==================== design 1
Fig. 1: design 1, metal 1
Scale: 4 px per µm. Supply wires on this layer in gray.
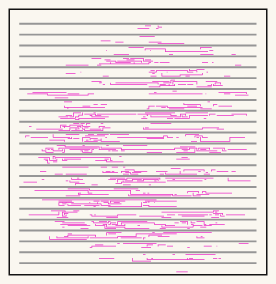
Fig. 2: design 1, clock routing
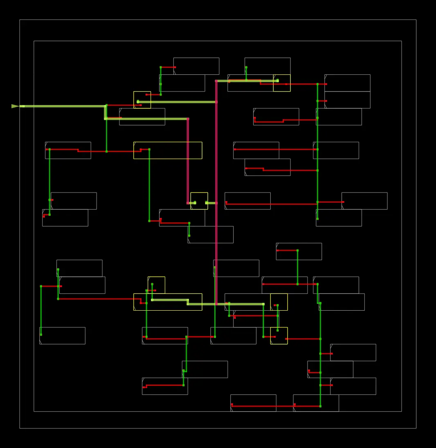
**src/rtl/period_meter.sv**
```systemverilog
// ---------------------------------------------------------------------------
// period_meter
// Measures the period and high time of an asynchronous square wave
// (typically a divided clock) in units of clock_in cycles. After every
// complete cycle of signal_in it presents the result for one cycle with a
// valid strobe. A missing rising edge within 2^WIDTH-1 cycles raises a
// sticky overflow flag. The flag stays set until the next completed
// measurement.
//
// Ports:
//   clock_in   system clock; all logic uses its rising edge
//   reset      synchronous, active-high reset
//   signal_in  measured signal, asynchronous to clock_in
//   period     clock_in cycles between the last two rising edges
//   high_time  clock_in cycles signal_in was high within that period
//   valid      one-cycle strobe; period/high_time updated on this edge
//   overflow   sticky; no rising edge arrived within 2^WIDTH-1 cycles
// ---------------------------------------------------------------------------
module period_meter #(
    parameter int unsigned WIDTH       = 8,
    parameter int unsigned SYNC_STAGES = 2
) (
    input  logic             clock_in,
    input  logic             reset,
    input  logic             signal_in,
    output logic [WIDTH-1:0] period,
    output logic [WIDTH-1:0] high_time,
    output logic             valid,
    output logic             overflow
);

    localparam logic [0:0] ST_IDLE    = 1'b0;
    localparam logic [0:0] ST_MEASURE = 1'b1;

    // Last counter value before a measurement can no longer fit: 2^WIDTH-2
    localparam logic [WIDTH-1:0] CNT_LAST = {{(WIDTH-1){1'b1}}, 1'b0};

    // Synchroniser chain and edge history
    logic [SYNC_STAGES-1:0] sync_q, sync_d;
    logic                   prev_q, prev_d;

    // Measurement state
    logic [0:0]             state_q, state_d;
    logic [WIDTH-1:0]       cnt_q, cnt_d;
    logic                   fall_seen_q, fall_seen_d;
    logic [WIDTH-1:0]       hts_q, hts_d;

    // Registered outputs
    logic [WIDTH-1:0]       period_q, period_d;
    logic [WIDTH-1:0]       high_time_q, high_time_d;
    logic                   valid_q, valid_d;
    logic                   overflow_q, overflow_d;

    // Edge detection on the synchronised signal
    logic sync_s;
    logic rise;
    logic fall;

    assign sync_s = sync_q[SYNC_STAGES-1];
    assign rise   = sync_s & ~prev_q;
    assign fall   = ~sync_s & prev_q;

    // State register
    always_ff @(posedge clock_in) begin
        if (reset) begin
            sync_q      <= '0;
            prev_q      <= 1'b0;
            state_q     <= ST_IDLE;
            cnt_q       <= '0;
            fall_seen_q <= 1'b0;
            hts_q       <= '0;
            period_q    <= '0;
            high_time_q <= '0;
            valid_q     <= 1'b0;
            overflow_q  <= 1'b0;
        end else begin
            sync_q      <= sync_d;
            prev_q      <= prev_d;
            state_q     <= state_d;
            cnt_q       <= cnt_d;
            fall_seen_q <= fall_seen_d;
            hts_q       <= hts_d;
            period_q    <= period_d;
            high_time_q <= high_time_d;
            valid_q     <= valid_d;
            overflow_q  <= overflow_d;
        end
    end

    // Next-state and output logic
    always_comb begin
        sync_d      = {sync_q[SYNC_STAGES-2:0], signal_in};
        prev_d      = sync_s;
        state_d     = state_q;
        cnt_d       = cnt_q;
        fall_seen_d = fall_seen_q;
        hts_d       = hts_q;
        period_d    = period_q;
        high_time_d = high_time_q;
        valid_d     = 1'b0;
        overflow_d  = overflow_q;

        case (state_q)
            ST_IDLE: begin
                // First rising edge only arms the counter; nothing to report
                if (rise) begin
                    state_d     = ST_MEASURE;
                    cnt_d       = '0;
                    fall_seen_d = 1'b0;
                end
            end

            ST_MEASURE: begin
                if (rise) begin
                    // A rise without a preceding fall is treated as a restart
                    cnt_d       = '0;
                    fall_seen_d = 1'b0;
                    if (fall_seen_q) begin
                        period_d    = cnt_q + WIDTH'(1);
                        high_time_d = hts_q;
                        valid_d     = 1'b1;
                        overflow_d  = 1'b0;
                    end
                end else if (cnt_q == CNT_LAST) begin
                    // Next cycle would need a period that does not fit
                    state_d    = ST_IDLE;
                    overflow_d = 1'b1;
                end else begin
                    cnt_d = cnt_q + WIDTH'(1);
                    if (fall) begin
                        hts_d       = cnt_q + WIDTH'(1);
                        fall_seen_d = 1'b1;
                    end
                end
            end

            default: begin
                state_d = ST_IDLE;
            end
        endcase
    end

    assign period    = period_q;
    assign high_time = high_time_q;
    assign valid     = valid_q;
    assign overflow  = overflow_q;

endmodule

```
**config.mk**
```make
export PLATFORM = sky130hd
export DESIGN_NAME = period_meter
export DESIGN_NICKNAME = d
export VERILOG_FILES = /design/src/rtl/period_meter.sv
export SDC_FILE = /design/constraint.sdc
export NUM_CORES = 1
export LEC_CHECK = 0
export CORE_AREA = 2 2 62 64
export CTS_BUF_LIST = sky130_fd_sc_hd__clkbuf_4
export DETAILED_ROUTE_END_ITERATION = 10
export DIE_AREA = 0 0 64 66
export PLACE_DENSITY = 0.66
export RECOVER_POWER = 25
export SLEW_MARGIN = 15
export SYNTH_ARGS = -nofsm -noshare
export SYNTH_HDL_FRONTEND = slang
export SYNTH_SLANG_ARGS = --single-unit
```
**constraint.sdc**
```tcl
create_clock -name clock_in -period 3.2 [get_ports clock_in]
set_clock_uncertainty 0.05 [all_clocks]
set_input_delay 0.64 -clock clock_in [delete_from_list [all_inputs] [get_ports clock_in]]
set_output_delay 0.64 -clock clock_in [all_outputs]
set_load 0.1 [all_outputs]
```
==> CHANGELOG.md <==
### Metrics

* Status: finished clean
* Multi-Input Combinational at 117
* Post-Syn Area at 1560 µm²
* FF/Latch Area at 781 µm²
* Pwr/cell area at 527 nW/µm²
* FP Util at 43.8%
* Seq area share at 43.7%
* Post-synth top area cell: dfxtp_1
* Clock Pin Slew Worst Setup and Hold Paths at 110 ps
* Dominant comb cell: simple AND/OR/NAND/NOR gates
* CTS tree: built
* Gr ovfl total at 0
* Max VDD drop at 335 µV
* Tmin final at 2250 ps
* Top cell area share at 50.2%
* # rows at 22
* Number of global-route vias before repair at 1,096
About Fig. 1:
main direction	horizontal
nets with wire on the layer	174
final WL: 3030 µm
M1 GR Usage: 19.8%
via count: 1,197

About Fig. 2:
number of clock buffers in the layout: 6
registers: 39
CTS Buf Count: 5
Clk. pwr: 412 µW
total clock sinks: 39

==> metrics by stage <==
stage / setup slack, ps / instances
after global placement: 1050 / 228
after floorplan: 1570 / 170
final: 952 / 236
after detailed placement: 1020 / 228
after global routing: 866 / 236
after CTS: 1250 / 236
==> metal layers <==
metal  part of all wire, %  wire length, µm
met3                   4.9              148
met4                   1.6               49
met2                    46             1400
met1                    47             1430
met5                     0                0
==> power by group <==
group | total [mW] | internal (mW) | switching (mW)
Combinational | 0.0315 | 0.0112 | 0.0203
Clock | 0.412 | 0.252 | 0.159
Sequential | 0.499 | 0.491 | 0.00798
==> final timing paths <==
check / from / to / slack (ps)
max: overflow / overflow / 950
min: sync_q[0] / sync_q[1] / 410
max reg2reg: cnt_q[0] / hts_q[2] / 1240
min reg2reg: sync_q[0] / sync_q[1] / 410
==> cell usage in the layout, fill, tap and decap left out, drive strengths merged, types with 4 or more instances in the layout <==
cell / count
xor2: 5
a211oi: 15
xnor2: 4
dfxtp: 39
nand2: 20
a21oi: 14
clkbuf: 15
nor2: 26
buf: 10

==================== design 2
File: config.mk
export PLATFORM = sky130hd
export DESIGN_NAME = seq_mul_div_unit
export DESIGN_NICKNAME = d
export VERILOG_FILES = /design/src/rtl/seq_mul_div_unit.sv
export SDC_FILE = /design/constraint.sdc
export NUM_CORES = 1
export LEC_CHECK = 0
export CAP_MARGIN = 20
export CORE_MARGIN = 2
export CORE_UTILIZATION = 30
export CTS_CLUSTER_DIAMETER = 100
export DETAILED_ROUTE_END_ITERATION = 8
export GPL_ROUTABILITY_DRIVEN = 0
export GPL_TIMING_DRIVEN = 0
export PLACE_DENSITY = 0.52
export SLEW_MARGIN = 10
export SYNTH_ARGS = -nofsm -noshare
export SYNTH_HDL_FRONTEND = slang
export SYNTH_SLANG_ARGS = --single-unit
File: constraint.sdc
create_clock -name clock -period 12.6 [get_ports clock]
set_input_delay 3.15 -clock clock [delete_from_list [all_inputs] [get_ports clock]]
set_output_delay 3.15 -clock clock [all_outputs]
set_load 0.02 [all_outputs]
File: src/rtl/seq_mul_div_unit.sv
// Multicycle signed multiply (radix-2 Booth) / divide (restoring, on magnitudes) engine.
// One iteration per clock for WIDTH clocks, then a sign-fixup cycle and a one-cycle done pulse.
module seq_mul_div_unit #(
   parameter int WIDTH = 32
) (
   input  logic             clock,
   input  logic             clear,
   input  logic             start,
   input  logic             op_div,
   input  logic [WIDTH-1:0] operand_a,
   input  logic [WIDTH-1:0] operand_b,
   output logic             busy,
   output logic             done,
   output logic [WIDTH-1:0] result_hi,
   output logic [WIDTH-1:0] result_lo,
   output logic             div_by_zero
);

   localparam int CNT_W = $clog2(WIDTH);

   typedef enum logic [1:0] {
      S_IDLE,
      S_RUN,
      S_FIX,
      S_DONE
   } state_t;

   state_t state, state_nxt;

   logic [CNT_W-1:0]    count;
   logic                op_div_q;
   logic                sign_a;
   logic                sign_b;
   logic [WIDTH-1:0]    a_raw;
   // Booth accumulator / divide remainder; one guard bit so A +/- M never overflows
   logic signed [WIDTH:0] acc;
   logic [WIDTH-1:0]    q_reg;
   logic [WIDTH-1:0]    m_reg;
   logic                q_m1;

   logic signed [WIDTH:0] m_ext;
   logic signed [WIDTH:0] booth_sum;
   logic [WIDTH:0]        shifted;
   logic [WIDTH:0]        trial;

   function automatic logic [WIDTH-1:0] cond_negate(input logic [WIDTH-1:0] v,
                                                    input logic neg);
      return neg ? ((~v) + WIDTH'(1)) : v;
   endfunction

   function automatic logic [WIDTH-1:0] magnitude(input logic [WIDTH-1:0] v);
      return cond_negate(v, v[WIDTH-1]);
   endfunction

   // State register
   always_ff @(posedge clock) begin
      if (clear) state <= S_IDLE;
      else       state <= state_nxt;
   end

   always_comb begin
      state_nxt = state;
      busy      = 1'b0;
      case (state)
         S_IDLE: if (start) state_nxt = S_RUN;
         S_RUN: begin
            busy = 1'b1;
            if (count == CNT_W'(WIDTH - 1)) state_nxt = S_FIX;
         end
         S_FIX: begin
            busy      = 1'b1;
            state_nxt = S_DONE;
         end
         S_DONE: state_nxt = S_IDLE;
         default: state_nxt = S_IDLE;
      endcase
   end

   // One iteration of either algorithm, evaluated from the current registers
   always_comb begin
      m_ext     = $signed({m_reg[WIDTH-1], m_reg});
      booth_sum = acc;
      case ({q_reg[0], q_m1})
         2'b01:   booth_sum = acc + m_ext;
         2'b10:   booth_sum = acc - m_ext;
         default: booth_sum = acc;
      endcase
      shifted = {acc[WIDTH-1:0], q_reg[WIDTH-1]};
      trial   = shifted - {1'b0, m_reg};
   end

   // Iteration datapath: operand latch in IDLE, shift/add in RUN
   always_ff @(posedge clock) begin
      if (state == S_IDLE && start) begin
         op_div_q <= op_div;
         a_raw    <= operand_a;
         sign_a   <= operand_a[WIDTH-1];
         sign_b   <= operand_b[WIDTH-1];
         acc      <= '0;
         q_m1     <= 1'b0;
         if (op_div) begin
            q_reg <= magnitude(operand_a);
            m_reg <= magnitude(operand_b);
         end else begin
            q_reg <= operand_b;
            m_reg <= operand_a;
         end
      end else if (state == S_RUN) begin
         if (op_div_q) begin
            // Negative trial difference means the divisor did not fit: restore
            if (trial[WIDTH]) begin
               acc   <= $signed(shifted);
               q_reg <= {q_reg[WIDTH-2:0], 1'b0};
            end else begin
               acc   <= $signed(trial);
               q_reg <= {q_reg[WIDTH-2:0], 1'b1};
            end
         end else begin
            acc   <= {booth_sum[WIDTH], booth_sum[WIDTH:1]};
            q_reg <= {booth_sum[0], q_reg[WIDTH-1:1]};
            q_m1  <= q_reg[0];
         end
      end
   end

   // Control and result registers
   always_ff @(posedge clock) begin
      if (clear) begin
         count       <= '0;
         done        <= 1'b0;
         result_hi   <= '0;
         result_lo   <= '0;
         div_by_zero <= 1'b0;
      end else begin
         done <= (state == S_DONE);
         if (state == S_IDLE && start) begin
            count <= '0;
         end else if (state == S_RUN) begin
            count <= count + 1'b1;
         end else if (state == S_FIX) begin
            if (!op_div_q) begin
               result_hi   <= acc[WIDTH-1:0];
               result_lo   <= q_reg;
               div_by_zero <= 1'b0;
            end else if (m_reg == '0) begin
               result_hi   <= a_raw;
               result_lo   <= '1;
               div_by_zero <= 1'b1;
            end else begin
               result_hi   <= cond_negate(acc[WIDTH-1:0], sign_a);
               result_lo   <= cond_negate(q_reg, sign_a ^ sign_b);
               div_by_zero <= 1'b0;
            end
         end
      end
   end

endmodule
Fig. 3: design 2, cell density map
Scale: 1.5 px per µm. 24 x 24 tiles, from white (low) to dark blue (high), 0 to 100% covered.
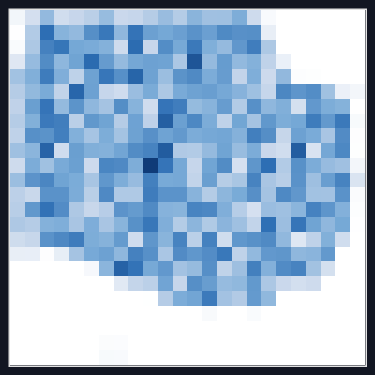
mean over tiles	33%
tiles over 75% full	2.1%
emptiest ninth of the die	lower left
core area: 53,700 µm²
FP Util: 30.3%
Core Util, Final: 36.0%

Fig. 4: design 2, clock wires, drivers and flops
Scale: 1.5 px per µm.
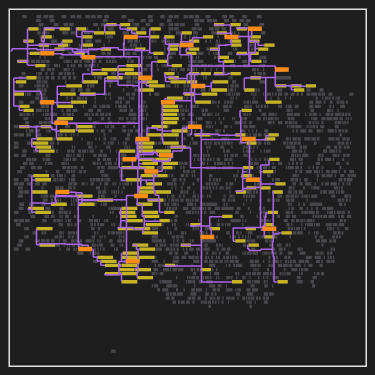
[purple] clock wires | length: 3,060 µm
[yellow] flip-flops | count: 205
[orange] clock drivers | count: 25
routed clock nets	26
Fin Clk Skew: 12.8 ps
clock network power share: 13.6%
later-pin clock latency in the skew report: 540 ps
Clk. pwr: 707 µW

Fig. 5: design 2, metal 1
Scale: 1 px per µm. Supply wires on this layer in gray.
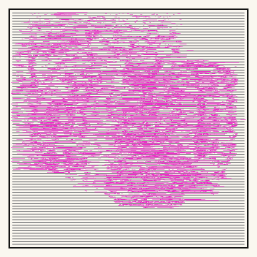
main direction	horizontal
share of all routed wire	44%
longest straight run	71.8 µm
nets with wire on the layer	2,147
M1 GR Usage: 32.2%
final WL: 66,400 µm

==> CHANGELOG.md <==
### Metrics

* RSZ-0062 raised after global routing: false
* Status: finished clean
* Crit path cell chain: clkdlybuf4s50_1 -> nor4_1 -> nand3_1 -> or2_1 -> or3_1 -> o41ai_1 -> xor2_1 -> nand2_1 -> o211ai_1 -> o21ai_1
* Worst Path Max Fanout at 5
* Ys async rst share at 0%
* Startpoint Class: primary input
* Die Width at 237 µm
* Post-synthesis cell count from yosys at 1,967
* CTS Buffer Depth at 3
* Top cell category: multi-input combinational cells
* Largest net degree at the start of global routing at 35
* Hold Crit Depth at 2
* Antenna violations before repair at 0
* Placed insts at 2,799
* Seq area share at 26.3%
* Synth cell count leaders: 191 x nor2_1, 173 x nand2_1, 172 x a21oi_1
* Worst hold path type: reg -> reg
* Bufs w/o clock at 271
* Count of final setup violators at 0
## path summary, 6_finish.rpt
| check | to | slack [ps] |
|---|---|---|
| worst max-delay path | q_reg[29] | 6460 |
| worst min-delay path | q_m1 | 460 |
| worst max register to register | acc[26] | 6930 |
| worst min register to register | q_m1 | 460 |
## where the power goes
group / internal [mW] / total, mW / switching [mW]
combinational: 1.19 / 3.21 / 2.02
sequential: 0.975 / 1.27 / 0.298
clock: 0.412 / 0.707 / 0.295
## metrics by stage
step / worst slack, ps / hold slack [ps] / cell area [µm²]
finish: 6460 / 458 / 19300
global route: 6270 / 495 / 19300
CTS: 6560 / 460 / 19300
detailed placement: 5990 / 451 / 18500
global placement: 3840 / 448 / 18500
floorplan: 6400 / 436 / 16300
## per-layer routing
layer	wire, µm	vias up	track usage (%)
met5	0	-	0
met4	2800	0	9.32
met3	5280	144	2.39
met2	28900	788	35.6
met1	29500	7888	32.2
li1	-	7633	-
## cells by family (layout without fill, tap and decap cells)
logic type,after synthesis,count (layout)
buf+inv,206,388
fa+ha+maj,80,80
mux,64,64
flops,205,205
simple gates,582,582
xor+xnor,169,169
compound gates,661,661


==> layout pictures side by side <==
M3 wires.
panel A
Scale: 2 px per µm.
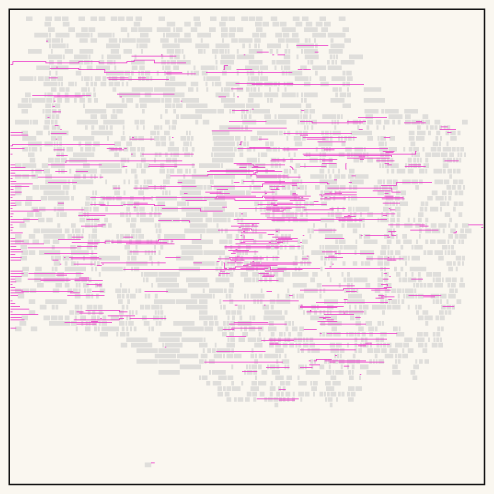
panel B
Scale: 8 px per µm.
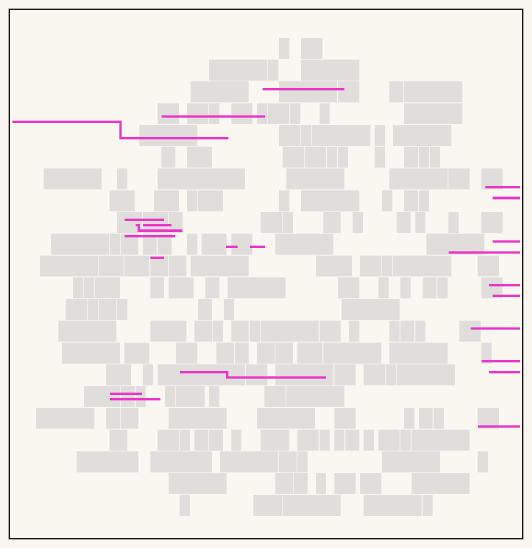
| from | picture |
|---|---|
| design 2 | panel A |
| design 1 | panel B |

Key to panel A:
main direction	horizontal
share of all routed wire	8.0%
longest straight run	76.4 µm

Power is estimated from default activity; no workload was simulated.
